# design 1

--- config.mk ---
export PLATFORM = sky130hd
export DESIGN_NAME = seg7_ctrl
export DESIGN_NICKNAME = d
export VERILOG_FILES = /design/src/rtl/seg7_ctrl.sv
export SDC_FILE = /design/constraint.sdc
export NUM_CORES = 1
export LEC_CHECK = 0
export CAP_MARGIN = 20
export CORE_MARGIN = 3
export CORE_UTILIZATION = 45
export DETAILED_ROUTE_END_ITERATION = 8
export PLACE_DENSITY_LB_ADDON = 0.1
export SLEW_MARGIN = 0
export SYNTH_ARGS = -nofsm -noshare
export SYNTH_HDL_FRONTEND = slang
export SYNTH_SLANG_ARGS = --single-unit
export TNS_END_PERCENT = 1
--- constraint.sdc ---
create_clock -name clk -period 2.36 [get_ports clk]
set_input_delay 0.472 -clock clk [delete_from_list [all_inputs] [get_ports clk]]
set_output_delay 0.472 -clock clk [all_outputs]
set_load 0.1 [all_outputs]
--- src/rtl/seg7_ctrl.sv ---
// seg7_ctrl: register file, round-robin write arbiter and clock
// dividers feeding the 8-digit seven-segment scanner.
module seg7_ctrl #(
  parameter int DIGITS    = 8,
  parameter int SCAN_DIV  = 16,
  parameter int BLINK_DIV = 25000000
) (
  input  logic                  clk,
  input  logic                  rst,
  input  logic                  bus_we,
  input  logic                  bus_re,
  input  logic [1:0]            bus_addr,
  input  logic [31:0]           bus_wdata,
  output logic                  bus_ack,
  output logic [31:0]           bus_rdata,
  input  logic                  dbg_req,
  input  logic [DIGITS*4-1:0]   dbg_data,
  output logic                  dbg_ack,
  output logic                  scan_clk,
  output logic                  blink,
  output logic [DIGITS*4-1:0]   data,
  output logic [DIGITS-1:0]     point,
  output logic [DIGITS-1:0]     en
);

  localparam int DW = DIGITS * 4;
  localparam int SW = (SCAN_DIV > 1) ? $clog2(SCAN_DIV) : 1;
  localparam int BW = (BLINK_DIV > 1) ? $clog2(BLINK_DIV) : 1;
  localparam logic [SW-1:0] SMAX = SW'(SCAN_DIV - 1);
  localparam logic [BW-1:0] BMAX = BW'(BLINK_DIV - 1);

  localparam logic [0:0] S_IDLE = 1'b0;
  localparam logic [0:0] S_ACK  = 1'b1;

  logic [0:0]        r_state;
  logic              r_ptr;
  logic              r_bus_ack;
  logic              r_dbg_ack;
  logic [DW-1:0]     r_data;
  logic [DIGITS-1:0] r_point;
  logic [DIGITS-1:0] r_en;
  logic [1:0]        r_ctrl;
  logic [31:0]       r_rdata;
  logic [SW-1:0]     r_scnt;
  logic              r_scan;
  logic [BW-1:0]     r_bcnt;
  logic              r_blink;

  logic              w_idle;
  logic              w_both;
  logic              w_gnt_bus;
  logic              w_gnt_dbg;
  logic [DW-1:0]     w_data_n;
  logic [DIGITS-1:0] w_point_n;
  logic [DIGITS-1:0] w_en_n;
  logic [1:0]        w_ctrl_n;
  logic [31:0]       w_rd;
  logic              w_unused;

  assign w_unused = ^bus_wdata;

  // r_ptr low selects the bus when both sides request together
  assign w_idle    = (r_state == S_IDLE);
  assign w_both    = bus_we & dbg_req;
  assign w_gnt_bus = w_idle & bus_we & (~dbg_req | ~r_ptr);
  assign w_gnt_dbg = w_idle & dbg_req & (~bus_we | r_ptr);

  always_comb begin
    w_data_n  = r_data;
    w_point_n = r_point;
    w_en_n    = r_en;
    w_ctrl_n  = r_ctrl;
    if (w_gnt_bus) begin
      unique case (bus_addr)
        2'd0: if (!r_ctrl[1]) w_data_n = bus_wdata[DW-1:0];
        2'd1: w_point_n = bus_wdata[DIGITS-1:0];
        2'd2: w_en_n    = bus_wdata[DIGITS-1:0];
        2'd3: w_ctrl_n  = bus_wdata[1:0];
      endcase
    end
    if (w_gnt_dbg) w_data_n = dbg_data;
  end

  // reads see the value committed on the same edge
  always_comb begin
    w_rd = '0;
    unique case (bus_addr)
      2'd0: w_rd[DW-1:0]     = w_data_n;
      2'd1: w_rd[DIGITS-1:0] = w_point_n;
      2'd2: w_rd[DIGITS-1:0] = w_en_n;
      2'd3: w_rd[1:0]        = w_ctrl_n;
    endcase
  end

  always_ff @(posedge clk) begin
    if (rst) begin
      r_state   <= S_IDLE;
      r_ptr     <= 1'b0;
      r_bus_ack <= 1'b0;
      r_dbg_ack <= 1'b0;
      r_data    <= '0;
      r_point   <= '0;
      r_en      <= '1;
      r_ctrl    <= '0;
      r_rdata   <= '0;
    end else begin
      r_state   <= (w_gnt_bus | w_gnt_dbg) ? S_ACK : S_IDLE;
      if (w_idle && w_both) r_ptr <= ~r_ptr;
      r_bus_ack <= w_gnt_bus;
      r_dbg_ack <= w_gnt_dbg;
      r_data    <= w_data_n;
      r_point   <= w_point_n;
      r_en      <= w_en_n;
      r_ctrl    <= w_ctrl_n;
      if (bus_re) r_rdata <= w_rd;
    end
  end

  always_ff @(posedge clk) begin
    if (rst) begin
      r_scnt <= '0;
      r_scan <= 1'b0;
    end else if (r_scnt == SMAX) begin
      r_scnt <= '0;
      r_scan <= ~r_scan;
    end else begin
      r_scnt <= r_scnt + 1'b1;
    end
  end

  always_ff @(posedge clk) begin
    if (rst || !r_ctrl[0]) begin
      r_bcnt  <= '0;
      r_blink <= 1'b0;
    end else if (r_bcnt == BMAX) begin
      r_bcnt  <= '0;
      r_blink <= ~r_blink;
    end else begin
      r_bcnt <= r_bcnt + 1'b1;
    end
  end

  assign bus_ack   = r_bus_ack;
  assign dbg_ack   = r_dbg_ack;
  assign bus_rdata = r_rdata;
  assign scan_clk  = r_scan;
  assign blink     = r_blink;
  assign data      = r_data;
  assign point     = r_point;
  assign en        = r_en;

endmodule

# design 2

===== src/rtl/uart_pkg.sv =====
`default_nettype none
// ----------------------------------------------------------------------------
// Package : uart_pkg
// Shared widths, transmit sequencer states and helpers for the UART loopback.
// Rev     : 1.0
// ----------------------------------------------------------------------------
package uart_pkg;

  localparam int UART_DATA_W = 8;
  localparam int DROP_CNT_W  = 8;

  typedef enum logic [1:0] {
    IDLE = 2'd0,
    LOAD = 2'd1,
    SEND = 2'd2,
    GAP  = 2'd3
  } tx_state_e;

  // Saturating increment so the drop counter parks at all-ones.
  function automatic logic [DROP_CNT_W-1:0] sat_inc(input logic [DROP_CNT_W-1:0] v);
    return (&v) ? v : v + 1'b1;
  endfunction

endpackage
`default_nettype wire


===== src/rtl/sync_fifo.sv =====
`default_nettype none
// ----------------------------------------------------------------------------
// Module : sync_fifo
// Single-clock circular-buffer FIFO with occupancy count and full/empty flags.
// Rev    : 1.0
// ----------------------------------------------------------------------------
module sync_fifo #(
  parameter int WIDTH = 8,
  parameter int DEPTH = 16
) (
  input  logic                   clk_i,
  input  logic                   rst_i,
  input  logic                   push_i,
  input  logic [WIDTH-1:0]       wr_data_i,
  input  logic                   pop_i,
  output logic [WIDTH-1:0]       rd_data_o,
  output logic [$clog2(DEPTH):0] count_o,
  output logic                   full_o,
  output logic                   empty_o
);

  localparam int AW = $clog2(DEPTH);

  logic [WIDTH-1:0] mem_q [DEPTH];
  logic [AW-1:0]    wr_ptr_q, wr_ptr_d;
  logic [AW-1:0]    rd_ptr_q, rd_ptr_d;
  logic [AW:0]      count_q,  count_d;
  logic             w_push;
  logic             w_pop;

  assign full_o    = (count_q == (AW+1)'(DEPTH));
  assign empty_o   = (count_q == '0);
  assign count_o   = count_q;
  assign rd_data_o = mem_q[rd_ptr_q];

  // A push into a full FIFO is legal when the head leaves on the same edge.
  assign w_pop  = pop_i & ~empty_o;
  assign w_push = push_i & (~full_o | w_pop);

  always_comb begin
    wr_ptr_d = wr_ptr_q;
    rd_ptr_d = rd_ptr_q;
    count_d  = count_q;
    if (w_push) begin
      wr_ptr_d = wr_ptr_q + 1'b1;
    end
    if (w_pop) begin
      rd_ptr_d = rd_ptr_q + 1'b1;
    end
    unique case ({w_push, w_pop})
      2'b10:   count_d = count_q + 1'b1;
      2'b01:   count_d = count_q - 1'b1;
      default: count_d = count_q;
    endcase
  end

  always_ff @(posedge clk_i) begin
    if (rst_i) begin
      wr_ptr_q <= '0;
      rd_ptr_q <= '0;
      count_q  <= '0;
    end else begin
      wr_ptr_q <= wr_ptr_d;
      rd_ptr_q <= rd_ptr_d;
      count_q  <= count_d;
    end
  end

  always_ff @(posedge clk_i) begin
    if (w_push) begin
      mem_q[wr_ptr_q] <= wr_data_i;
    end
  end

endmodule
`default_nettype wire


===== src/rtl/uart_loopback_fifo.sv =====
`default_nettype none
// ----------------------------------------------------------------------------
// Module : uart_loopback_fifo
// Queues received UART bytes and replays them to the transmitter one by one.
// Rev    : 1.0
// ----------------------------------------------------------------------------
module uart_loopback_fifo
  import uart_pkg::*;
#(
  parameter int DEPTH      = 16,
  parameter int GAP_CYCLES = 16
) (
  input  logic                   sys_clk,
  input  logic                   sys_rst_I,
  input  logic                   rec_readyH,
  input  logic [UART_DATA_W-1:0] rec_dataH,
  input  logic                   recv_error,
  output logic                   xmitH,
  output logic [UART_DATA_W-1:0] xmit_dataH,
  input  logic                   xmit_doneH,
  output logic [$clog2(DEPTH):0] fifo_count,
  output logic                   overflowH,
  output logic [DROP_CNT_W-1:0]  drop_count
);

  localparam int AW = $clog2(DEPTH);
  localparam int GW = $clog2(GAP_CYCLES + 1);

  tx_state_e              state_q, state_d;
  logic [GW-1:0]          gap_cnt_q, gap_cnt_d;
  logic                   rdy_q;
  logic                   xmit_q, xmit_d;
  logic [UART_DATA_W-1:0] xmit_data_q, xmit_data_d;
  logic                   ovf_q, ovf_d;
  logic [DROP_CNT_W-1:0]  drop_q, drop_d;

  logic                   w_push_evt;
  logic                   w_push_req;
  logic                   w_drop;
  logic                   w_pop;
  logic                   w_full;
  logic                   w_empty;
  logic [UART_DATA_W-1:0] w_head;
  logic [AW:0]            w_count;

  assign w_push_evt = rec_readyH & ~rdy_q;
  assign w_push_req = w_push_evt & ~recv_error;
  assign w_drop     = w_push_evt & (recv_error | (w_full & ~w_pop));

  sync_fifo #(
    .WIDTH (UART_DATA_W),
    .DEPTH (DEPTH)
  ) u_fifo (
    .clk_i     (sys_clk),
    .rst_i     (sys_rst_I),
    .push_i    (w_push_req),
    .wr_data_i (rec_dataH),
    .pop_i     (w_pop),
    .rd_data_o (w_head),
    .count_o   (w_count),
    .full_o    (w_full),
    .empty_o   (w_empty)
  );

  always_comb begin
    state_d   = state_q;
    gap_cnt_d = gap_cnt_q;
    w_pop     = 1'b0;
    unique case (state_q)
      IDLE: begin
        if (!w_empty) begin
          w_pop   = 1'b1;
          state_d = LOAD;
        end
      end
      LOAD: state_d = SEND;
      SEND: begin
        if (xmit_doneH) begin
          state_d   = GAP;
          gap_cnt_d = '0;
        end
      end
      GAP: begin
        if (gap_cnt_q == GW'(GAP_CYCLES - 1)) begin
          state_d = IDLE;
        end else begin
          gap_cnt_d = gap_cnt_q + 1'b1;
        end
      end
      default: state_d = IDLE;
    endcase
  end

  // Output and accounting next-state; the request follows the next FSM state.
  always_comb begin
    xmit_d      = (state_d == SEND);
    xmit_data_d = w_pop ? w_head : xmit_data_q;
    ovf_d       = ovf_q | (w_push_req & w_full & ~w_pop);
    drop_d      = w_drop ? sat_inc(drop_q) : drop_q;
  end

  always_ff @(posedge sys_clk) begin
    if (sys_rst_I) begin
      state_q     <= IDLE;
      gap_cnt_q   <= '0;
      rdy_q       <= 1'b0;
      xmit_q      <= 1'b0;
      xmit_data_q <= '0;
      ovf_q       <= 1'b0;
      drop_q      <= '0;
    end else begin
      state_q     <= state_d;
      gap_cnt_q   <= gap_cnt_d;
      rdy_q       <= rec_readyH;
      xmit_q      <= xmit_d;
      xmit_data_q <= xmit_data_d;
      ovf_q       <= ovf_d;
      drop_q      <= drop_d;
    end
  end

  assign xmitH      = xmit_q;
  assign xmit_dataH = xmit_data_q;
  assign fifo_count = w_count;
  assign overflowH  = ovf_q;
  assign drop_count = drop_q;

endmodule
`default_nettype wire

===== config.mk =====
export PLATFORM = sky130hd
export DESIGN_NAME = uart_loopback_fifo
export DESIGN_NICKNAME = d
export VERILOG_FILES = /design/src/rtl/uart_pkg.sv /design/src/rtl/sync_fifo.sv /design/src/rtl/uart_loopback_fifo.sv
export SDC_FILE = /design/constraint.sdc
export NUM_CORES = 1
export LEC_CHECK = 0
export CORE_MARGIN = 2
export CORE_UTILIZATION = 40
export DETAILED_ROUTE_END_ITERATION = 12
export MAX_ROUTING_LAYER = met4
export PLACE_DENSITY_LB_ADDON = 0.1
export RECOVER_POWER = 25
export SYNTH_ARGS = -nofsm -noshare
export SYNTH_HDL_FRONTEND = slang
export SYNTH_SLANG_ARGS = --single-unit

===== constraint.sdc =====
create_clock -name sys_clk -period 8 [get_ports sys_clk]
set_input_delay 2.4 -clock sys_clk [delete_from_list [all_inputs] [get_ports sys_clk]]
set_output_delay 2.4 -clock sys_clk [all_outputs]
set_load 0.005 [all_outputs]

# design 3

===== src/rtl/dct_pkg.sv =====
// Shared types and constants for the DCT operand stager and its row banks.
package dct_pkg;

    localparam int SIZE        = 8;
    localparam int LEVEL_SHIFT = 128;
    localparam int N_TAPS      = 8;
    localparam int CNT_W       = $clog2(N_TAPS);

    typedef enum logic [1:0] {
        EMPTY   = 2'd0,
        FILLING = 2'd1,
        FULL    = 2'd2
    } bank_state_t;

    // ops[0] feeds csa_eight input a, ops[7] feeds h.
    typedef struct packed {
        logic [N_TAPS-1:0][SIZE-1:0] ops;
        logic [SIZE-1:0]             constant;
        logic                        approx;
    } row_t;

    function automatic logic [SIZE-1:0] popcount(input logic [N_TAPS-1:0] m);
        logic [SIZE-1:0] n;
        n = '0;
        for (int i = 0; i < N_TAPS; i++) n = n + SIZE'(m[i]);
        return n;
    endfunction

endpackage


===== src/rtl/dct_operand_stager_if.sv =====
// Pixel-in / row-out stream bundle of the stager; in_flush exists only when
// DCT_STAGER_FLUSH_EN is defined.
interface dct_operand_stager_if;
    import dct_pkg::*;

    logic                in_valid;
    logic                in_ready;
    logic [SIZE-1:0]     in_pixel;
    logic [N_TAPS-1:0]   in_sign_mask;
    logic                in_approx;
`ifdef DCT_STAGER_FLUSH_EN
    logic                in_flush;
`endif
    logic                out_valid;
    logic                out_ready;
    logic [SIZE-1:0]     a, b, c, d, e, f, g, h;
    logic [SIZE-1:0]     constant;
    logic                approx_en;

    modport master (
        output in_valid, in_pixel, in_sign_mask, in_approx,
`ifdef DCT_STAGER_FLUSH_EN
        output in_flush,
`endif
        output out_ready,
        input  in_ready, out_valid, a, b, c, d, e, f, g, h, constant, approx_en
    );

    modport slave (
        input  in_valid, in_pixel, in_sign_mask, in_approx,
`ifdef DCT_STAGER_FLUSH_EN
        input  in_flush,
`endif
        input  out_ready,
        output in_ready, out_valid, a, b, c, d, e, f, g, h, constant, approx_en
    );

endinterface


===== src/rtl/dct_operand_bank.sv =====
// One row bank: EMPTY/FILLING/FULL state, write-time sign conditioning and the
// popcount correction constant. Padding port exists with DCT_STAGER_FLUSH_EN.
module dct_operand_bank
    import dct_pkg::*;
(
    input  logic               clk,
    input  logic               rst,
    input  logic               wr_en_i,
    input  logic [CNT_W-1:0]   wr_idx_i,
    input  logic [SIZE-1:0]    wr_x_i,
    input  logic [N_TAPS-1:0]  mask_i,
    input  logic               approx_i,
`ifdef DCT_STAGER_FLUSH_EN
    input  logic               pad_en_i,
    input  logic [CNT_W-1:0]   pad_from_i,
`endif
    input  logic               drain_i,
    output bank_state_t        state_o,
    output logic               full_o,
    output row_t               row_o
);

    bank_state_t       state_q, state_d;
    row_t              row_q;
    logic [N_TAPS-1:0] mask_q;
    logic [N_TAPS-1:0] mask_eff;
    logic              complete;

    // Element 0 carries the row's mask, so it must be conditioned with the live input.
    assign mask_eff = (wr_idx_i == '0) ? mask_i : mask_q;

`ifdef DCT_STAGER_FLUSH_EN
    assign complete = (wr_en_i && (wr_idx_i == CNT_W'(N_TAPS-1))) || pad_en_i;
`else
    assign complete = wr_en_i && (wr_idx_i == CNT_W'(N_TAPS-1));
`endif

    always_ff @(posedge clk or posedge rst) begin
        if (rst) state_q <= EMPTY;
        else     state_q <= state_d;
    end

    always_comb begin
        state_d = state_q;
        case (state_q)
            EMPTY:   if (wr_en_i)  state_d = FILLING;
            FILLING: if (complete) state_d = FULL;
            FULL:    if (drain_i)  state_d = EMPTY;
            default:               state_d = EMPTY;
        endcase
    end

    always_comb begin
        state_o = state_q;
        full_o  = (state_q == FULL);
    end

    always_ff @(posedge clk or posedge rst) begin
        if (rst) begin
            row_q  <= '0;
            mask_q <= '0;
        end else begin
            if (wr_en_i) begin
                row_q.ops[wr_idx_i] <= mask_eff[wr_idx_i] ? ~wr_x_i : wr_x_i;
                if (wr_idx_i == '0) begin
                    mask_q         <= mask_i;
                    row_q.constant <= popcount(mask_i);
                    row_q.approx   <= approx_i;
                end
            end
`ifdef DCT_STAGER_FLUSH_EN
            // Pad taps are x = 0: ~0 = -1 on negated taps cancels their +1 in constant.
            if (pad_en_i) begin
                for (int i = 0; i < N_TAPS; i++) begin
                    if (CNT_W'(i) >= pad_from_i)
                        row_q.ops[i] <= mask_q[i] ? {SIZE{1'b1}} : {SIZE{1'b0}};
                end
            end
`endif
        end
    end

    assign row_o = row_q;

endmodule


===== src/rtl/dct_operand_stager.sv =====
// Level-shifts pixels, conditions them per tap and ping-pongs rows into two banks
// feeding csa_eight. Optional row flush/padding with DCT_STAGER_FLUSH_EN.
module dct_operand_stager
    import dct_pkg::*;
(
    input  logic                  clk,
    input  logic                  rst,
    dct_operand_stager_if.slave   bus,
    output bank_state_t           dbg_bank0_state_o,
    output bank_state_t           dbg_bank1_state_o
);

    // Handshake: a beat transfers on a rising edge where valid && ready; valid never
    // waits on ready, and the producer holds its data while valid && !ready.

    logic             wr_ptr_q, wr_ptr_d;
    logic             rd_ptr_q, rd_ptr_d;
    logic [CNT_W-1:0] cnt_q, cnt_d;
    bank_state_t      st_s  [2];
    row_t             row_s [2];
    logic             full_s[2];
    logic [SIZE-1:0]  x;
    logic             wr_full;
    logic             accept;
    logic             drain;
    row_t             rd_row;

    assign x       = bus.in_pixel - SIZE'(LEVEL_SHIFT);
    assign wr_full = full_s[wr_ptr_q];
    assign accept  = bus.in_valid && bus.in_ready;
    assign drain   = bus.out_valid && bus.out_ready;

`ifdef DCT_STAGER_FLUSH_EN
    logic flush_pend_q, flush_pend_d;

    // Flush is acted on one cycle later so a coincident pixel lands before padding.
    assign flush_pend_d = bus.in_flush && !flush_pend_q
                       && ((st_s[wr_ptr_q] == FILLING) || accept)
                       && !(accept && (cnt_q == CNT_W'(N_TAPS-1)));
    assign bus.in_ready = !wr_full && !flush_pend_q;

    always_ff @(posedge clk or posedge rst) begin
        if (rst) flush_pend_q <= 1'b0;
        else     flush_pend_q <= flush_pend_d;
    end
`else
    assign bus.in_ready = !wr_full;
`endif

    always_comb begin
        cnt_d    = cnt_q;
        wr_ptr_d = wr_ptr_q;
        rd_ptr_d = rd_ptr_q;
        if (accept) begin
            if (cnt_q == CNT_W'(N_TAPS-1)) begin
                cnt_d    = '0;
                wr_ptr_d = ~wr_ptr_q;
            end else begin
                cnt_d = cnt_q + CNT_W'(1);
            end
        end
`ifdef DCT_STAGER_FLUSH_EN
        if (flush_pend_q) begin
            cnt_d    = '0;
            wr_ptr_d = ~wr_ptr_q;
        end
`endif
        if (drain) rd_ptr_d = ~rd_ptr_q;
    end

    always_ff @(posedge clk or posedge rst) begin
        if (rst) begin
            cnt_q    <= '0;
            wr_ptr_q <= 1'b0;
            rd_ptr_q <= 1'b0;
        end else begin
            cnt_q    <= cnt_d;
            wr_ptr_q <= wr_ptr_d;
            rd_ptr_q <= rd_ptr_d;
        end
    end

    for (genvar gi = 0; gi < 2; gi++) begin : g_bank
        dct_operand_bank u_bank (
            .clk        (clk),
            .rst        (rst),
            .wr_en_i    (accept && (wr_ptr_q == 1'(gi))),
            .wr_idx_i   (cnt_q),
            .wr_x_i     (x),
            .mask_i     (bus.in_sign_mask),
            .approx_i   (bus.in_approx),
`ifdef DCT_STAGER_FLUSH_EN
            .pad_en_i   (flush_pend_q && (wr_ptr_q == 1'(gi))),
            .pad_from_i (cnt_q),
`endif
            .drain_i    (drain && (rd_ptr_q == 1'(gi))),
            .state_o    (st_s[gi]),
            .full_o     (full_s[gi]),
            .row_o      (row_s[gi])
        );
    end

    assign rd_row        = rd_ptr_q ? row_s[1] : row_s[0];
    assign bus.out_valid = full_s[rd_ptr_q];
    assign bus.a         = rd_row.ops[0];
    assign bus.b         = rd_row.ops[1];
    assign bus.c         = rd_row.ops[2];
    assign bus.d         = rd_row.ops[3];
    assign bus.e         = rd_row.ops[4];
    assign bus.f         = rd_row.ops[5];
    assign bus.g         = rd_row.ops[6];
    assign bus.h         = rd_row.ops[7];
    assign bus.constant  = rd_row.constant;
    assign bus.approx_en = rd_row.approx;

    assign dbg_bank0_state_o = st_s[0];
    assign dbg_bank1_state_o = st_s[1];

endmodule


===== src/flat_wrapper.sv =====
// flat-port wrapper written by rule: the top's interface ports become plain ports
module dct_operand_stager_flat import dct_pkg::*;
  (clk, rst, dbg_bank0_state_o, dbg_bank1_state_o, bus_in_valid, bus_in_pixel, bus_in_sign_mask, bus_in_approx, bus_out_ready, bus_in_ready, bus_out_valid, bus_a, bus_b, bus_c, bus_d, bus_e, bus_f, bus_g, bus_h, bus_constant, bus_approx_en);
  dct_operand_stager_if bus_i ();
  input  logic clk;
  input  logic rst;
  output bank_state_t dbg_bank0_state_o;
  output bank_state_t dbg_bank1_state_o;
  input wire logic [$bits(bus_i.in_valid)-1:0] bus_in_valid;
  input wire logic [$bits(bus_i.in_pixel)-1:0] bus_in_pixel;
  input wire logic [$bits(bus_i.in_sign_mask)-1:0] bus_in_sign_mask;
  input wire logic [$bits(bus_i.in_approx)-1:0] bus_in_approx;
  input wire logic [$bits(bus_i.out_ready)-1:0] bus_out_ready;
  output wire logic [$bits(bus_i.in_ready)-1:0] bus_in_ready;
  output wire logic [$bits(bus_i.out_valid)-1:0] bus_out_valid;
  output wire logic [$bits(bus_i.a)-1:0] bus_a;
  output wire logic [$bits(bus_i.b)-1:0] bus_b;
  output wire logic [$bits(bus_i.c)-1:0] bus_c;
  output wire logic [$bits(bus_i.d)-1:0] bus_d;
  output wire logic [$bits(bus_i.e)-1:0] bus_e;
  output wire logic [$bits(bus_i.f)-1:0] bus_f;
  output wire logic [$bits(bus_i.g)-1:0] bus_g;
  output wire logic [$bits(bus_i.h)-1:0] bus_h;
  output wire logic [$bits(bus_i.constant)-1:0] bus_constant;
  output wire logic [$bits(bus_i.approx_en)-1:0] bus_approx_en;
  assign bus_i.in_valid = bus_in_valid;
  assign bus_i.in_pixel = bus_in_pixel;
  assign bus_i.in_sign_mask = bus_in_sign_mask;
  assign bus_i.in_approx = bus_in_approx;
  assign bus_i.out_ready = bus_out_ready;
  assign bus_in_ready = bus_i.in_ready;
  assign bus_out_valid = bus_i.out_valid;
  assign bus_a = bus_i.a;
  assign bus_b = bus_i.b;
  assign bus_c = bus_i.c;
  assign bus_d = bus_i.d;
  assign bus_e = bus_i.e;
  assign bus_f = bus_i.f;
  assign bus_g = bus_i.g;
  assign bus_h = bus_i.h;
  assign bus_constant = bus_i.constant;
  assign bus_approx_en = bus_i.approx_en;
  dct_operand_stager u_core (.clk(clk), .rst(rst), .bus(bus_i), .dbg_bank0_state_o(dbg_bank0_state_o), .dbg_bank1_state_o(dbg_bank1_state_o));
endmodule

===== config.mk =====
export PLATFORM = sky130hd
export DESIGN_NAME = dct_operand_stager_flat
export DESIGN_NICKNAME = d
export VERILOG_FILES = /design/src/rtl/dct_pkg.sv /design/src/rtl/dct_operand_stager_if.sv /design/src/rtl/dct_operand_bank.sv /design/src/rtl/dct_operand_stager.sv /design/src/flat_wrapper.sv
export SDC_FILE = /design/constraint.sdc
export NUM_CORES = 1
export LEC_CHECK = 0
export ABC_CLOCK_PERIOD_IN_PS = 5240
export CORE_ASPECT_RATIO = 1.75
export CORE_MARGIN = 4
export CORE_UTILIZATION = 50
export CTS_CLUSTER_SIZE = 40
export DETAILED_ROUTE_END_ITERATION = 10
export PLACE_DENSITY = 0.76
export SLEW_MARGIN = 20
export SYNTH_ARGS = -nofsm -noshare
export SYNTH_HDL_FRONTEND = slang
export SYNTH_SLANG_ARGS = --single-unit

===== constraint.sdc =====
create_clock -name clk -period 5.24 [get_ports clk]
set_clock_uncertainty 0.15 [all_clocks]
set_input_delay 1.048 -clock clk [delete_from_list [all_inputs] [get_ports clk]]
set_output_delay 1.048 -clock clk [all_outputs]
set_load 0.1 [all_outputs]

# design 4

$ cat src/rtl/riscv_sig_dump.sv
`timescale 1ns/1ps
// Signature dumper: reads RAM words in [BEGIN,END) over a host port and streams them out.
// Latency: device port responds 1 cycle after a request; >=3 cycles per dumped word.
// Backpressure: holds host_req_o until grant and each word until sig_ready_i; one read in flight.
module riscv_sig_dump #(
  parameter logic [31:0] DefaultBegin = 32'h0,
  parameter logic [31:0] DefaultEnd   = 32'h0
) (
  input  logic        clk_i,
  input  logic        rst_i,
  input  logic        dev_req_i,
  input  logic        dev_we_i,
  input  logic [31:0] dev_addr_i,
  input  logic [31:0] dev_wdata_i,
  input  logic [3:0]  dev_be_i,
  output logic        dev_rvalid_o,
  output logic [31:0] dev_rdata_o,
  output logic        dev_err_o,
  output logic        host_req_o,
  input  logic        host_gnt_i,
  output logic [31:0] host_addr_o,
  output logic        host_we_o,
  output logic [3:0]  host_be_o,
  output logic [31:0] host_wdata_o,
  input  logic        host_rvalid_i,
  input  logic [31:0] host_rdata_i,
  input  logic        host_err_i,
  output logic        sig_valid_o,
  input  logic        sig_ready_i,
  output logic [31:0] sig_data_o,
  output logic        sig_last_o
);

  localparam logic [1:0] StIdle = 2'd0;
  localparam logic [1:0] StReq  = 2'd1;
  localparam logic [1:0] StWait = 2'd2;
  localparam logic [1:0] StOut  = 2'd3;

  logic [1:0]  state_q, state_d;
  logic [31:0] begin_q, begin_d, end_q, end_d;
  logic [31:0] cur_q, cur_d, count_q, count_d, buf_q, buf_d;
  logic        done_q, done_d, err_q, err_d;
  logic        dev_rvalid_q;
  logic [31:0] dev_rdata_q, dev_rdata_d;
  logic        dev_err_q, dev_err_d;

  logic [2:0]  reg_sel;
  logic        busy, dev_wr, start, last;
  logic        unused_ok;

  assign reg_sel = dev_addr_i[4:2];
  assign busy    = (state_q != StIdle);
  assign dev_wr  = dev_req_i & dev_we_i;
  assign start   = dev_wr && (reg_sel == 3'd2) && dev_wdata_i[0] && !busy;
  // 33-bit compare so a region ending near the top of memory cannot wrap
  assign last    = ({1'b0, cur_q} + 33'd4) >= {1'b0, end_q};
  assign unused_ok = ^{dev_be_i, dev_addr_i[31:5], dev_addr_i[1:0], dev_wdata_i[1]};

  // Register read mux and decode error for the device response
  always_comb begin
    dev_rdata_d = '0;
    dev_err_d   = 1'b0;
    case (reg_sel)
      3'd0:    dev_rdata_d = begin_q;
      3'd1:    dev_rdata_d = end_q;
      3'd2:    dev_rdata_d = '0;
      3'd3:    dev_rdata_d = {29'd0, err_q, done_q, busy};
      3'd4:    dev_rdata_d = count_q;
      default: dev_err_d   = 1'b1;
    endcase
    if (!dev_req_i || dev_we_i) dev_rdata_d = '0;
    if (!dev_req_i)             dev_err_d   = 1'b0;
  end

  // Register writes and dump sequencing: REQ -> WAIT -> OUT per word
  always_comb begin
    state_d = state_q;
    begin_d = begin_q;
    end_d   = end_q;
    cur_d   = cur_q;
    count_d = count_q;
    buf_d   = buf_q;
    done_d  = done_q;
    err_d   = err_q;
    // bounds are frozen during a dump so sig_last_o stays consistent
    if (dev_wr && !busy) begin
      if (reg_sel == 3'd0) begin_d = {dev_wdata_i[31:2], 2'b00};
      if (reg_sel == 3'd1) end_d   = {dev_wdata_i[31:2], 2'b00};
    end
    case (state_q)
      StIdle: begin
        if (start) begin
          done_d  = 1'b0;
          err_d   = 1'b0;
          count_d = '0;
          cur_d   = begin_q;
          if (begin_q < end_q) state_d = StReq;
          else                 done_d  = 1'b1;
        end
      end
      StReq: begin
        if (host_gnt_i) state_d = StWait;
      end
      StWait: begin
        if (host_rvalid_i) begin
          buf_d = host_rdata_i;
          if (host_err_i) begin
            err_d   = 1'b1;
            done_d  = 1'b1;
            state_d = StIdle;
          end else begin
            state_d = StOut;
          end
        end
      end
      default: begin
        if (sig_ready_i) begin
          count_d = count_q + 32'd1;
          cur_d   = cur_q + 32'd4;
          if (last) begin
            done_d  = 1'b1;
            state_d = StIdle;
          end else begin
            state_d = StReq;
          end
        end
      end
    endcase
  end

  // State and register storage; reset aborts any dump in flight
  always_ff @(posedge clk_i or posedge rst_i) begin
    if (rst_i) begin
      state_q      <= StIdle;
      begin_q      <= DefaultBegin;
      end_q        <= DefaultEnd;
      cur_q        <= '0;
      count_q      <= '0;
      buf_q        <= '0;
      done_q       <= 1'b0;
      err_q        <= 1'b0;
      dev_rvalid_q <= 1'b0;
      dev_rdata_q  <= '0;
      dev_err_q    <= 1'b0;
    end else begin
      state_q      <= state_d;
      begin_q      <= begin_d;
      end_q        <= end_d;
      cur_q        <= cur_d;
      count_q      <= count_d;
      buf_q        <= buf_d;
      done_q       <= done_d;
      err_q        <= err_d;
      dev_rvalid_q <= dev_req_i;
      dev_rdata_q  <= dev_rdata_d;
      dev_err_q    <= dev_err_d;
    end
  end

  assign dev_rvalid_o = dev_rvalid_q;
  assign dev_rdata_o  = dev_rdata_q;
  assign dev_err_o    = dev_err_q;
  assign host_req_o   = (state_q == StReq);
  assign host_addr_o  = cur_q;
  assign host_we_o    = 1'b0;
  assign host_be_o    = 4'hF;
  assign host_wdata_o = '0;
  assign sig_valid_o  = (state_q == StOut);
  assign sig_data_o   = buf_q;
  assign sig_last_o   = (state_q == StOut) && last;

endmodule
$ cat config.mk
export PLATFORM = sky130hd
export DESIGN_NAME = riscv_sig_dump
export DESIGN_NICKNAME = d
export VERILOG_FILES = /design/src/rtl/riscv_sig_dump.sv
export SDC_FILE = /design/constraint.sdc
export NUM_CORES = 1
export LEC_CHECK = 0
export CORE_ASPECT_RATIO = 1.25
export CORE_MARGIN = 1.5
export CORE_UTILIZATION = 54
export CTS_CLUSTER_DIAMETER = 50
export DETAILED_ROUTE_END_ITERATION = 16
export DONT_BUFFER_PORTS = 1
export PLACE_DENSITY = 0.67
export SYNTH_ARGS = -nofsm -noshare
export SYNTH_HDL_FRONTEND = slang
export SYNTH_SLANG_ARGS = --single-unit
$ cat constraint.sdc
create_clock -name clk_i -period 9.3 [get_ports clk_i]
set_clock_uncertainty 0.2 [all_clocks]
set_input_delay 1.86 -clock clk_i [delete_from_list [all_inputs] [get_ports clk_i]]
set_output_delay 1.86 -clock clk_i [all_outputs]
set_load 0.005 [all_outputs]
==> design_1/drive_strength.png <==
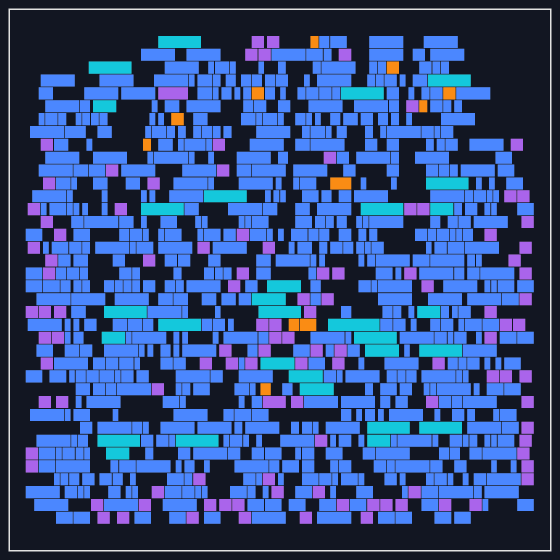
drive 6 and up: shown in cyan, cells 30. drive 3 to 4: shown in purple, cells 110. drive 1 or less: shown in blue, cells 649. drive 2: shown in orange, cells 11.
area growth from synthesis to layout: 41.6%
Final Worst Setup Slack: 0.240 ns
Finished Cell Area: 7460 um2

==> tab_implementation.tex, design 1 <==
% Auto-generated results table
\begin{tabular}{lr}
\hline
Metric & Value \\
\hline
\multicolumn{2}{l}{\textbf{Status}} \\
Run status & complete, no violations \\
\multicolumn{2}{l}{\textbf{Finish}} \\
Registers & 117 \\
Number of fillers in the final layout & 968 \\
Number of nets in the layout & 861 \\
Most frequent logic cell in the layout & dfxtp\_1 \\
Util after Layout & 67.1\% \\
Register cell area after layout & 2340 um2 \\
\multicolumn{2}{l}{\textbf{Worst setup path}} \\
Stages on worst setup path & 5 \\
Worst Setup Start Kind & register \\
Number of cells on the worst reg-to-reg path & 5 \\
\multicolumn{2}{l}{\textbf{Final timing}} \\
Transition time of the tightest slew-check pin & 0.600 ns \\
\multicolumn{2}{l}{\textbf{Clock tree}} \\
Postcts setup bufs & 0 \\
Post-CTS Hold Fix Bufs & 0 \\
Clk sink count & 117 \\
\multicolumn{2}{l}{\textbf{Synth}} \\
Number of warnings printed during yosys synthesis & 0 \\
Share of synthesized area occupied by flip-flops and latches & 44.5\% \\
\multicolumn{2}{l}{\textbf{Detailed routing}} \\
Ratio of routed vias to standard cells & 5.69 \\
Initial DRC Count & 367 \\
\multicolumn{2}{l}{\textbf{Die}} \\
Core Region & 11100 um2 \\
Total die area & 13000 um2 \\
\multicolumn{2}{l}{\textbf{Placement}} \\
Post-detailed-placement cell area & 6890 um2 \\
Placement-stage worst setup slack & 0.0973 ns \\
Hpwl dp & 11200 um \\
\multicolumn{2}{l}{\textbf{Global routing}} \\
First-pass GRT wire length & 25600 um \\
Leftover overflow at the end of global routing & 0 \\
\multicolumn{2}{l}{\textbf{Worst hold path}} \\
Hold WC Path Type & in2reg \\
\multicolumn{2}{l}{\textbf{Job}} \\
Number of violations of the max-capacitance limit & 0 \\
\hline
\end{tabular}
-- design 1: routing by layer --
| metal | up-vias | wire, um |
|---|---|---|
| li1 | 2597 | - |
| met3 | 15 | 1120 |
| met5 | - | 0 |
| met1 | 2537 | 6970 |
| met4 | 0 | 228 |
| met2 | 202 | 7540 |
-- design 1: state kept, by name (all words and copies together) (netlist names) --
signal	cells
bus_rdata	32
point	8
r_bcnt	25
dbg_ack	1
blink	1
r_state	1
data	32
r_ctrl	2
r_scnt	4
r_ptr	1
bus_ack	1
scan_clk	1
en	8
-- design 1: logic make-up after synthesis --
kind of cell	after synthesis	synth area share, %
xor gates and xnor gates	14	2.33
muxes	12	2.28
and+or+nand+nor	231	22.1
buffers and inverters	95	6.79
AOI/OAI and AO/OA	165	21.6
DFF	117	44.5
adders and majority gates	2	0.475
-- design 1: per-stage QoR --
| step | std cells | hold slack, ns |
|---|---|---|
| floorplan | 636 | 0.447 |
| global placement | 909 | 0.439 |
| detailed placement | 909 | 0.441 |
| CTS | 940 | 0.408 |
| global route | 940 | 0.416 |
| finish | 940 | 0.416 |
==> design_2/gate_families.png <==
Bar = 50 um.
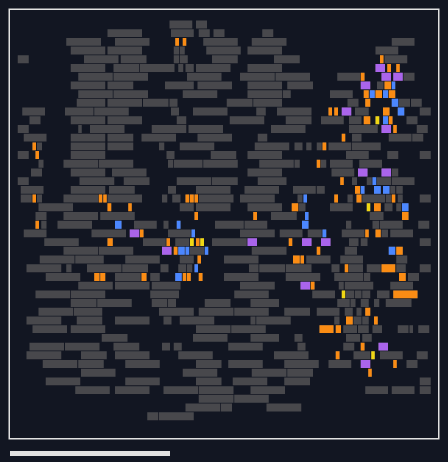
NAND gates: shown in blue, cells 24, most used nand2_1. XOR/XNOR gates: shown in purple, cells 16, most used xnor2_1. inverters: shown in yellow, cells 6, most used inv_1, where right middle. NOR gates: shown in orange, cells 74, most used nor2_1.

==> tab_implementation.tex, design 2 <==
% Auto-generated results table
\begin{tabular}{lr}
\hline
Metric & Value \\
\hline
\multicolumn{2}{l}{\textbf{Status}} \\
Run status & finished, violations left \\
Failing checks & max-capacitance violations, max-slew violations \\
\multicolumn{2}{l}{\textbf{Job}} \\
Number of violations of the max-capacitance limit & 1 \\
\multicolumn{2}{l}{\textbf{Detailed routing}} \\
Highest metal layer with signal wires & met4 \\
Post-detailed-routing wire length & 14200 um \\
\multicolumn{2}{l}{\textbf{Synth}} \\
Number of storage elements in the synthesis netlist & 167 \\
Number of distinct standard cells referenced by the synthesized netlist & 45 \\
Yosys stat area & 6730 um2 \\
Post-synthesis instance total & 425 \\
\multicolumn{2}{l}{\textbf{Worst hold path}} \\
Worst Min Path Start & gap\_cnt\_q[1] \\
\multicolumn{2}{l}{\textbf{Final timing}} \\
Max-slew violation count & 38 \\
\multicolumn{2}{l}{\textbf{Worst setup path}} \\
Reg-to-Reg End & u\_fifo.mem\_q[3][3] \\
\multicolumn{2}{l}{\textbf{Finish}} \\
Fraction of final layout cells sized beyond drive strength 1 & 16.5\% \\
\multicolumn{2}{l}{\textbf{Clock tree}} \\
Num CTS Buffers & 17 \\
\multicolumn{2}{l}{\textbf{Placement}} \\
Placement-stage worst setup slack & 2.51 ns \\
\hline
\end{tabular}
## design 2: logic make-up (layout without fill, tap and decap cells)
group	after synthesis	count (layout)	share of synthesized area [%]
AOI/OAI and AO/OA	60	60	5.87
DFF	167	167	68.7
buffers and inverters	28	77	1.93
adders and majority gates	10	10	1.86
muxes	35	35	11.3
and+or+nand+nor	109	109	8.20
xor gates and xnor gates	16	16	2.08
## design 2: worst max-delay path by stage
stage                     from                  to  cells after the start
floorplan           recv_error  u_fifo.mem_q[3][0]                      4
global placement    rec_readyH  u_fifo.mem_q[3][5]                      5
detailed placement  rec_readyH  u_fifo.mem_q[3][5]                      5
CTS                 rec_readyH  u_fifo.mem_q[3][1]                      5
global route        rec_readyH  u_fifo.mem_q[3][0]                      5
finish              rec_readyH  u_fifo.mem_q[3][3]                      5
## design 2: layout make-up
class	instances	area, um2
clock buffer	18	439
tap	220	275
fill	1405	8670
sequential	167	4630
inverter	6	22.5
multi-input combinational	230	1980
timing repair buffer	39	377
clock inverter	14	138
==> design_4/final_congestion.png <==
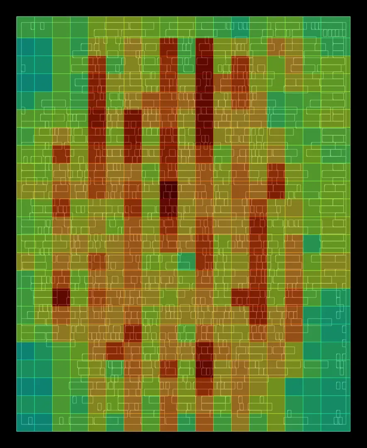
grt peak-use layer: met2
M1 GR Usage: 28.9%
met3 usage in global routing: 5.76%
Util after Layout: 58.3%
Global Route met2 Usage: 43.2%

==> design_4/met3.png <==
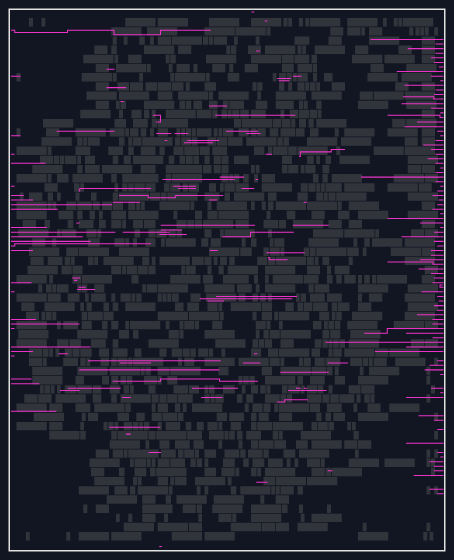
The longest straight run is 41.2 um. 154 nets have wire on it. The layer holds 6.0% of the routed length. The layer carries 1510 um of wire.
via total after detailed routing: 7588
post-detailed-routing wire length: 25200 um

==> tab_implementation.tex, design 4 <==
% Auto-generated results table
\begin{tabular}{lr}
\hline
Metric & Value \\
\hline
\multicolumn{2}{l}{\textbf{Status}} \\
Run status & complete, no violations \\
\multicolumn{2}{l}{\textbf{Placement}} \\
Placement-stage worst setup slack & 2.74 ns \\
Hpwl dp & 17600 um \\
Placer Congestion & 0.877 \\
\multicolumn{2}{l}{\textbf{Synth}} \\
Synthesized-area fraction occupied by adder cells & 7.64\% \\
Yosys top cell area share & 45.1\% \\
Mapped Avg Cell Area & 10.2 um2 \\
Number of warnings printed during yosys synthesis & 0 \\
\multicolumn{2}{l}{\textbf{Die}} \\
Inserted tap cell count & 265 \\
\multicolumn{2}{l}{\textbf{Clock tree}} \\
Number of gates given a new drive strength after cts & 0 \\
Maximum buffer depth of the clock tree & 2 \\
\multicolumn{2}{l}{\textbf{Detailed routing}} \\
Ratio of routed vias to standard cells & 5.83 \\
\multicolumn{2}{l}{\textbf{Worst setup path}} \\
Critical path endpoint category & output port \\
Stages on worst setup path & 13 \\
CP top delay family & simple AND/OR/NAND/NOR gates \\
Number of cells on the worst reg-to-reg path & 14 \\
\multicolumn{2}{l}{\textbf{Finish}} \\
Multi-input gate share of the layout cell area & 47.2\% \\
Top cell class by occupied area & logic gates \\
\multicolumn{2}{l}{\textbf{Final timing}} \\
Endpoints failing setup & 0 \\
\hline
\end{tabular}
design 4: metrics by stage:
| step | hold WS (ns) | utilization, % |
|---|---|---|
| finish | 0.306 | 58.3 |
| global route | 0.332 | 58.3 |
| CTS | 0.307 | 58.3 |
| detailed placement | 0.290 | 55.2 |
| global placement | 0.287 | 55.2 |
| floorplan | 0.265 | - |
design 4: final timing paths:
kind	from	end	slack, ns
hold reg to reg	done_q	done_q	0.31
min in group asynchronous	rst_i	sig_data_o[11]	1.22
setup reg to reg	host_addr_o[2]	state_q[0]	4.27
hold / removal	done_q	done_q	0.31
setup / recovery	host_addr_o[2]	sig_last_o	2.23
max in group asynchronous	rst_i	end_q[22]	6.12
design 4: metal layers:
| metal | GRT usage, % | wire length (um) | vias to the layer above |
|---|---|---|---|
| met1 | 28.9 | 10100 | 3751 |
| met4 | 10.2 | 690 | 0 |
| met5 | 0 | 0 | - |
| met2 | 43.2 | 12900 | 242 |
| met3 | 5.76 | 1510 | 43 |
| li1 | - | - | 3552 |
==> design_3/final_congestion.png <==
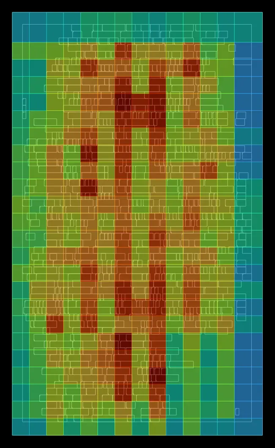
grt peak-use layer: met2
Util after Layout: 62.5%
overall routing resource usage: 22.1%
M1 GR Usage: 26.9%

==> tab_implementation.tex, design 3 <==
% Auto-generated results table
\begin{tabular}{lr}
\hline
Metric & Value \\
\hline
\multicolumn{2}{l}{\textbf{Die}} \\
Die Y & 171 um \\
Die W & 101 um \\
FP Core Util & 51.0\% \\
\multicolumn{2}{l}{\textbf{Clock tree}} \\
Postcts setup bufs & 0 \\
Post-CTS Hold Fix Bufs & 0 \\
Maximum buffer depth of the clock tree & 2 \\
Clk root buf & clkbuf\_16 \\
\multicolumn{2}{l}{\textbf{Detailed routing}} \\
Number of design rule violations left after detail routing & 0 \\
Post-route antenna net violation count & 0 \\
\multicolumn{2}{l}{\textbf{Worst setup path}} \\
Stages on worst setup path & 3 \\
Worst path required time & 4.04 ns \\
CP top delay family & buffers and inverters \\
Cell with the biggest individual delay on the critical path & clkdlybuf4s50\_1 \\
Largest stage delay, worst path & 1.15 ns \\
\multicolumn{2}{l}{\textbf{Synth}} \\
Area contributors post-synth & dfrtp\_1 (54\%), mux2\_2 (14\%), o21ai\_0 (8.0\%) \\
Ys cells & 702 \\
Post-synthesis instance total & 702 \\
\multicolumn{2}{l}{\textbf{Final timing}} \\
Final Worst Setup Slack & 1.19 ns \\
Fin. Hold Viols & 0 \\
Total Negative Setup Slacks & 0 ns \\
Post-layout min period & 4.05 ns \\
Max-slew violation count & 0 \\
\multicolumn{2}{l}{\textbf{Global routing}} \\
Maximum number of pins on one net before global-route repair & 164 \\
\multicolumn{2}{l}{\textbf{Status}} \\
Run status & complete, no violations \\
\multicolumn{2}{l}{\textbf{Finish}} \\
Logic inverters & 13 \\
Number of multi-input combinational cells & 492 \\
Non-clock buffer area fraction after layout & 10.6\% \\
\hline
\end{tabular}
design 3: logic make-up (layout without fill, tap and decap cells):
group / count (synthesis) / after routing / synth area share (%)
mux: 100 / 100 / 15.1
xor+xnor: 34 / 34 / 4.13
simple gates: 202 / 202 / 11.0
other cells: 1 / 4 / 0.0495
fa+ha+maj: 10 / 10 / 2.05
flops: 163 / 163 / 53.9
buf+inv: 50 / 143 / 2.89
compound gates: 142 / 142 / 10.9
design 3: per-layer routing:
layer	part of all wire (%)	up-vias	track usage, %
li1	-	2546	-
met4	3.1	0	9.72
met3	3.7	41	3.88
met1	39	2735	26.9
met2	54	139	38.1
met5	0	-	0
design 3: path summary, 6_finish.rpt:
path,start,endpoint,slack [ns]
max,u_core.rd_ptr_q,bus_a[2],1.19
min in group asynchronous,rst,u_core.g_bank[1].u_bank.row_o[18],1.01
max in group asynchronous,rst,u_core.g_bank[1].u_bank.row_o[25],3.21
min reg2reg,u_core.g_bank[1].u_bank.state_o[1],u_core.g_bank[1].u_bank.state_o[0],0.32
max reg2reg,u_core.cnt_q[0],u_core.g_bank[1].u_bank.row_o[50],1.78
min,u_core.g_bank[1].u_bank.state_o[1],u_core.g_bank[1].u_bank.state_o[0],0.32

# design 5

==> design_5/clock_map.png <==
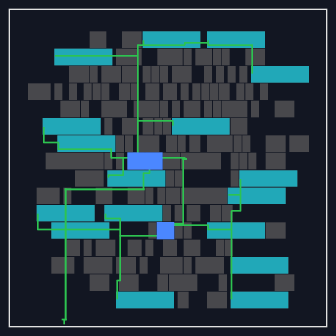
--- src/rtl/param_bit_unstuffer.sv ---
// USB receive-path bit unstuffer with stuff-error detection and a saturating error counter.
// Optional build macro UNSTUFF_NRZI_EN: in_bit is a raw NRZI line level that is decoded here.
module param_bit_unstuffer #(
  parameter int RUN_LEN   = 6,
  parameter int ERR_CNT_W = 8,
  localparam int CNT_W    = $clog2(RUN_LEN + 1)
) (
  input  logic                 clk,
  input  logic                 RST,
  input  logic                 in_bit,
  input  logic                 in_valid,
  input  logic                 pkt_clear,
  input  logic                 err_count_clr,
  output logic                 out_bit,
  output logic                 out_valid,
  output logic                 stuff_drop,
  output logic                 stuff_err,
  output logic                 in_error,
  output logic [CNT_W-1:0]     one_count,
  output logic [ERR_CNT_W-1:0] err_count
);

  typedef enum logic [1:0] {
    RUN   = 2'd0,
    STUFF = 2'd1,
    ERROR = 2'd2
  } state_t;

  function automatic logic [ERR_CNT_W-1:0] sat_inc(input logic [ERR_CNT_W-1:0] v);
    return (&v) ? v : v + ERR_CNT_W'(1);
  endfunction

  state_t               state_p1, state_p0;
  logic [CNT_W-1:0]     cnt_p1, cnt_p0, cnt_inc_p0;
  logic                 bit_p1, bit_p0;
  logic                 vld_p1, vld_p0;
  logic                 drop_p1, drop_p0;
  logic                 err_p1, err_p0;
  logic [ERR_CNT_W-1:0] errcnt_p1, errcnt_p0;
  logic                 dec_bit_p0;

`ifdef UNSTUFF_NRZI_EN
  logic prev_p1, prev_p0;

  // NRZI: no transition means 1; the level is tracked on every valid bit, stuffed or not
  assign dec_bit_p0 = (in_bit == prev_p1);

  always_comb begin
    prev_p0 = prev_p1;
    if (pkt_clear)
      prev_p0 = 1'b1;
    else if (in_valid)
      prev_p0 = in_bit;
  end

  always_ff @(posedge clk or posedge RST) begin
    if (RST) prev_p1 <= 1'b1;
    else     prev_p1 <= prev_p0;
  end
`else
  assign dec_bit_p0 = in_bit;
`endif

  assign cnt_inc_p0 = cnt_p1 + CNT_W'(1);

  // Stage 0: next-state and flag decode from the current bit
  always_comb begin
    state_p0  = state_p1;
    cnt_p0    = cnt_p1;
    bit_p0    = bit_p1;
    vld_p0    = 1'b0;
    drop_p0   = 1'b0;
    err_p0    = 1'b0;
    errcnt_p0 = errcnt_p1;
    if (pkt_clear) begin
      state_p0 = RUN;
      cnt_p0   = '0;
    end else if (in_valid) begin
      unique case (state_p1)
        RUN: begin
          vld_p0 = 1'b1;
          bit_p0 = dec_bit_p0;
          if (dec_bit_p0) begin
            cnt_p0 = cnt_inc_p0;
            if (cnt_inc_p0 == CNT_W'(RUN_LEN))
              state_p0 = STUFF;
          end else begin
            cnt_p0 = '0;
          end
        end
        STUFF: begin
          cnt_p0 = '0;
          if (dec_bit_p0) begin
            err_p0    = 1'b1;
            errcnt_p0 = sat_inc(errcnt_p1);
            state_p0  = ERROR;
          end else begin
            drop_p0  = 1'b1;
            state_p0 = RUN;
          end
        end
        default: ;
      endcase
    end
    if (err_count_clr)
      errcnt_p0 = '0;
  end

  // Stage 1: registered outputs
  always_ff @(posedge clk or posedge RST) begin
    if (RST) begin
      state_p1  <= RUN;
      cnt_p1    <= '0;
      bit_p1    <= 1'b0;
      vld_p1    <= 1'b0;
      drop_p1   <= 1'b0;
      err_p1    <= 1'b0;
      errcnt_p1 <= '0;
    end else begin
      state_p1  <= state_p0;
      cnt_p1    <= cnt_p0;
      bit_p1    <= bit_p0;
      vld_p1    <= vld_p0;
      drop_p1   <= drop_p0;
      err_p1    <= err_p0;
      errcnt_p1 <= errcnt_p0;
    end
  end

  assign out_bit    = bit_p1;
  assign out_valid  = vld_p1;
  assign stuff_drop = drop_p1;
  assign stuff_err  = err_p1;
  assign in_error   = (state_p1 == ERROR);
  assign one_count  = cnt_p1;
  assign err_count  = errcnt_p1;

endmodule
--- config.mk ---
export PLATFORM = sky130hd
export DESIGN_NAME = param_bit_unstuffer
export DESIGN_NICKNAME = d
export VERILOG_FILES = /design/src/rtl/param_bit_unstuffer.sv
export SDC_FILE = /design/constraint.sdc
export NUM_CORES = 1
export LEC_CHECK = 0
export ABC_AREA = 1
export CORE_MARGIN = 2
export CORE_UTILIZATION = 43
export CTS_CLUSTER_SIZE = 30
export DETAILED_ROUTE_END_ITERATION = 16
export GPL_TIMING_DRIVEN = 0
export PLACE_DENSITY = 0.74
export SYNTH_ARGS = -nofsm -noshare
export SYNTH_HDL_FRONTEND = slang
export SYNTH_SLANG_ARGS = --single-unit
export TNS_END_PERCENT = 1
--- constraint.sdc ---
create_clock -name clk -period 1.5 [get_ports clk]
set_clock_uncertainty 0.15 [all_clocks]
set_input_delay 0.3 -clock clk [delete_from_list [all_inputs] [get_ports clk]]
set_output_delay 0.3 -clock clk [all_outputs]
set_load 0.01 [all_outputs]
==> tab_implementation.tex <==
% Auto-generated results table
\begin{tabular}{lr}
\hline
Metric & Value \\
\hline
\multicolumn{2}{l}{\textbf{Status}} \\
Run status & complete, no violations \\
\multicolumn{2}{l}{\textbf{Worst setup path}} \\
Largest fanout of any net on the critical path & 4 \\
CP Buf/Inv Count & 1 \\
\multicolumn{2}{l}{\textbf{Finish}} \\
Antenna diode count & 0 \\
Logic area & 443 um2 \\
Top library cells by usage in the layout, fill and taps aside & nand2\_1 (23), nor2\_1 (21), dfrtp\_1 (17) \\
Area growth from synthesis to layout & 40.7\% \\
\multicolumn{2}{l}{\textbf{Synth}} \\
Number of storage elements in the synthesis netlist & 17 \\
Mapped Avg Cell Area & 8.25 um2 \\
EDFF count, synth & 0 \\
\multicolumn{2}{l}{\textbf{Final timing}} \\
Fin crit share & 96.5\% \\
Hold slack & 0.157 ns \\
Relative slew margins & 56.7\% \\
\multicolumn{2}{l}{\textbf{Clock tree}} \\
Worst-skew pair later-pin latency & 0.29 ns \\
Post-CTS Hold Fix Bufs & 0 \\
\multicolumn{2}{l}{\textbf{Die}} \\
Core Region & 1960 um2 \\
\multicolumn{2}{l}{\textbf{Placement}} \\
Placement-stage worst setup slack & -0.238 ns \\
Hpwl dp & 1280 um \\
\multicolumn{2}{l}{\textbf{Detailed routing}} \\
Pre-antenna DRT Iters & 4 \\
Routed length per instance & 11.2 um \\
Highest metal layer with signal wires & met4 \\
\hline
\end{tabular}
About design_5/clock_map.png:
clock wires: shown in green, length 218 um. cells driving clock nets: shown in blue, count 3. flip-flops: shown in cyan, count 17.
There are 4 routed clock nets.

registers in the layout (all words and copies together) (netlist names):
signal      flops
err_count       8
one_count       3
out_bit         1
out_valid       1
state_p1        2
stuff_drop      1
stuff_err       1
where the power goes:
| group | internal [mW] | switching [mW] | leakage, nW |
|---|---|---|---|
| logic | 0.0277 | 0.0401 | 0.466 |
| clock network | 0.103 | 0.142 | 0.0150 |
| registers | 0.465 | 0.00350 | 0.234 |
| total | 0.596 | 0.186 | 0.715 |
cells by family after synthesis:
kind of cell | count (synthesis) | share of synthesized area, %
AND/OR/NAND/NOR | 63 | 34.0
flip-flops | 17 | 47.8
buffers and inverters | 16 | 6.74
AND-OR/OR-AND | 7 | 5.20
adder cells (fa/ha/maj) | 3 | 4.21
XOR/XNOR | 1 | 0.983
multiplexers | 1 | 1.12
final timing paths:
path,startpoint,cells past startpoint,slack [ns],endpoint
max,err_count[4],1,0.05,err_count[4]
max reg2reg,err_count[1],9,0.05,err_count[3]
max in group asynchronous,RST,2,0.54,one_count[2]
min reg2reg,out_bit,2,0.40,out_bit
min in group asynchronous,RST,2,0.24,err_count[0]
min,pkt_clear,2,0.16,stuff_drop


==> notes/layouts.md <==
Pictures saved along the way, in no particular order.

Drive-strength map.
(a)
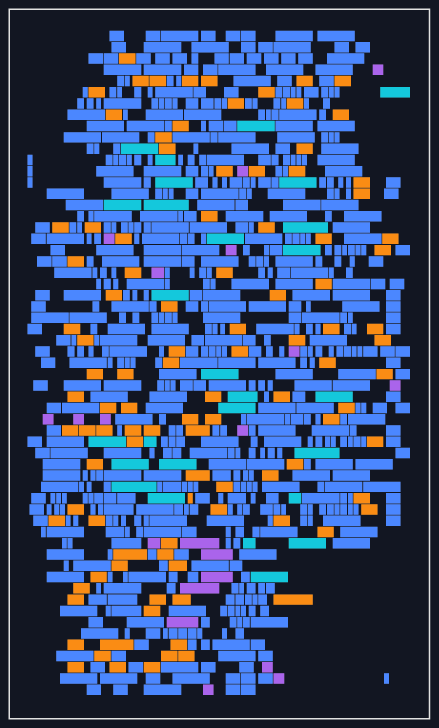
(b)
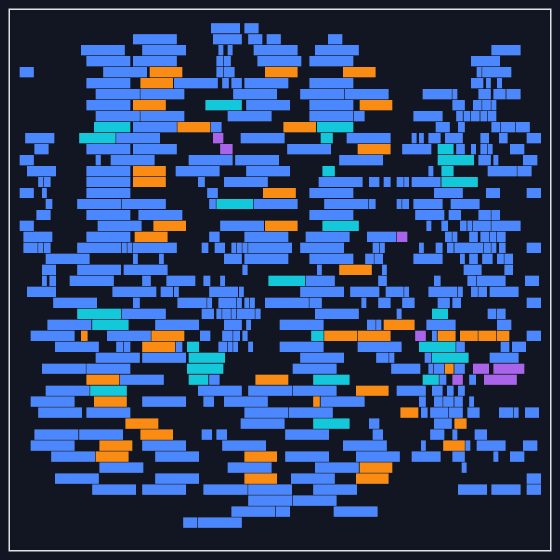
(c)
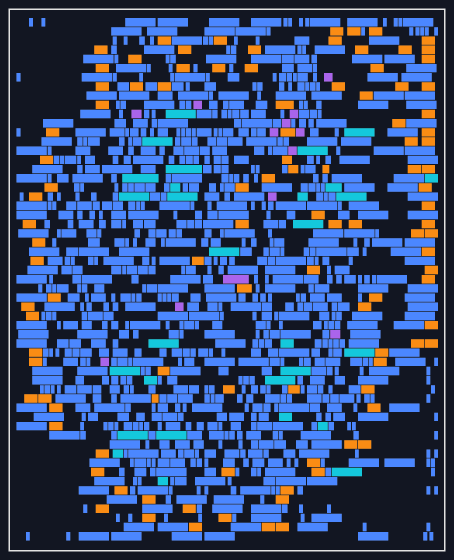
(d)
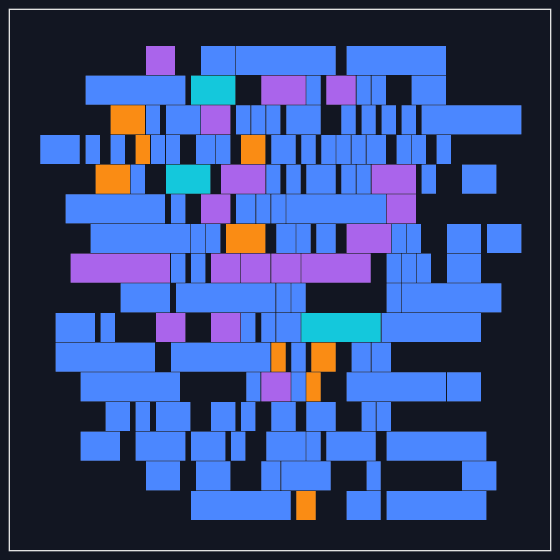
Of these, fewest cells: (d)
Of these, most cells: (c)
| picture | from |
|---|---|
| (a) | design 3 |
| (d) | design 5 |
| (b) | design 2 |
| (c) | design 4 |

Key to (b):
drive 6 and up: shown in cyan, cells 27. drive 1 or less: shown in blue, cells 396. drive 2: shown in orange, cells 43. drive 3 to 4: shown in purple, cells 8.

Power is estimated from default activity; no workload was simulated.
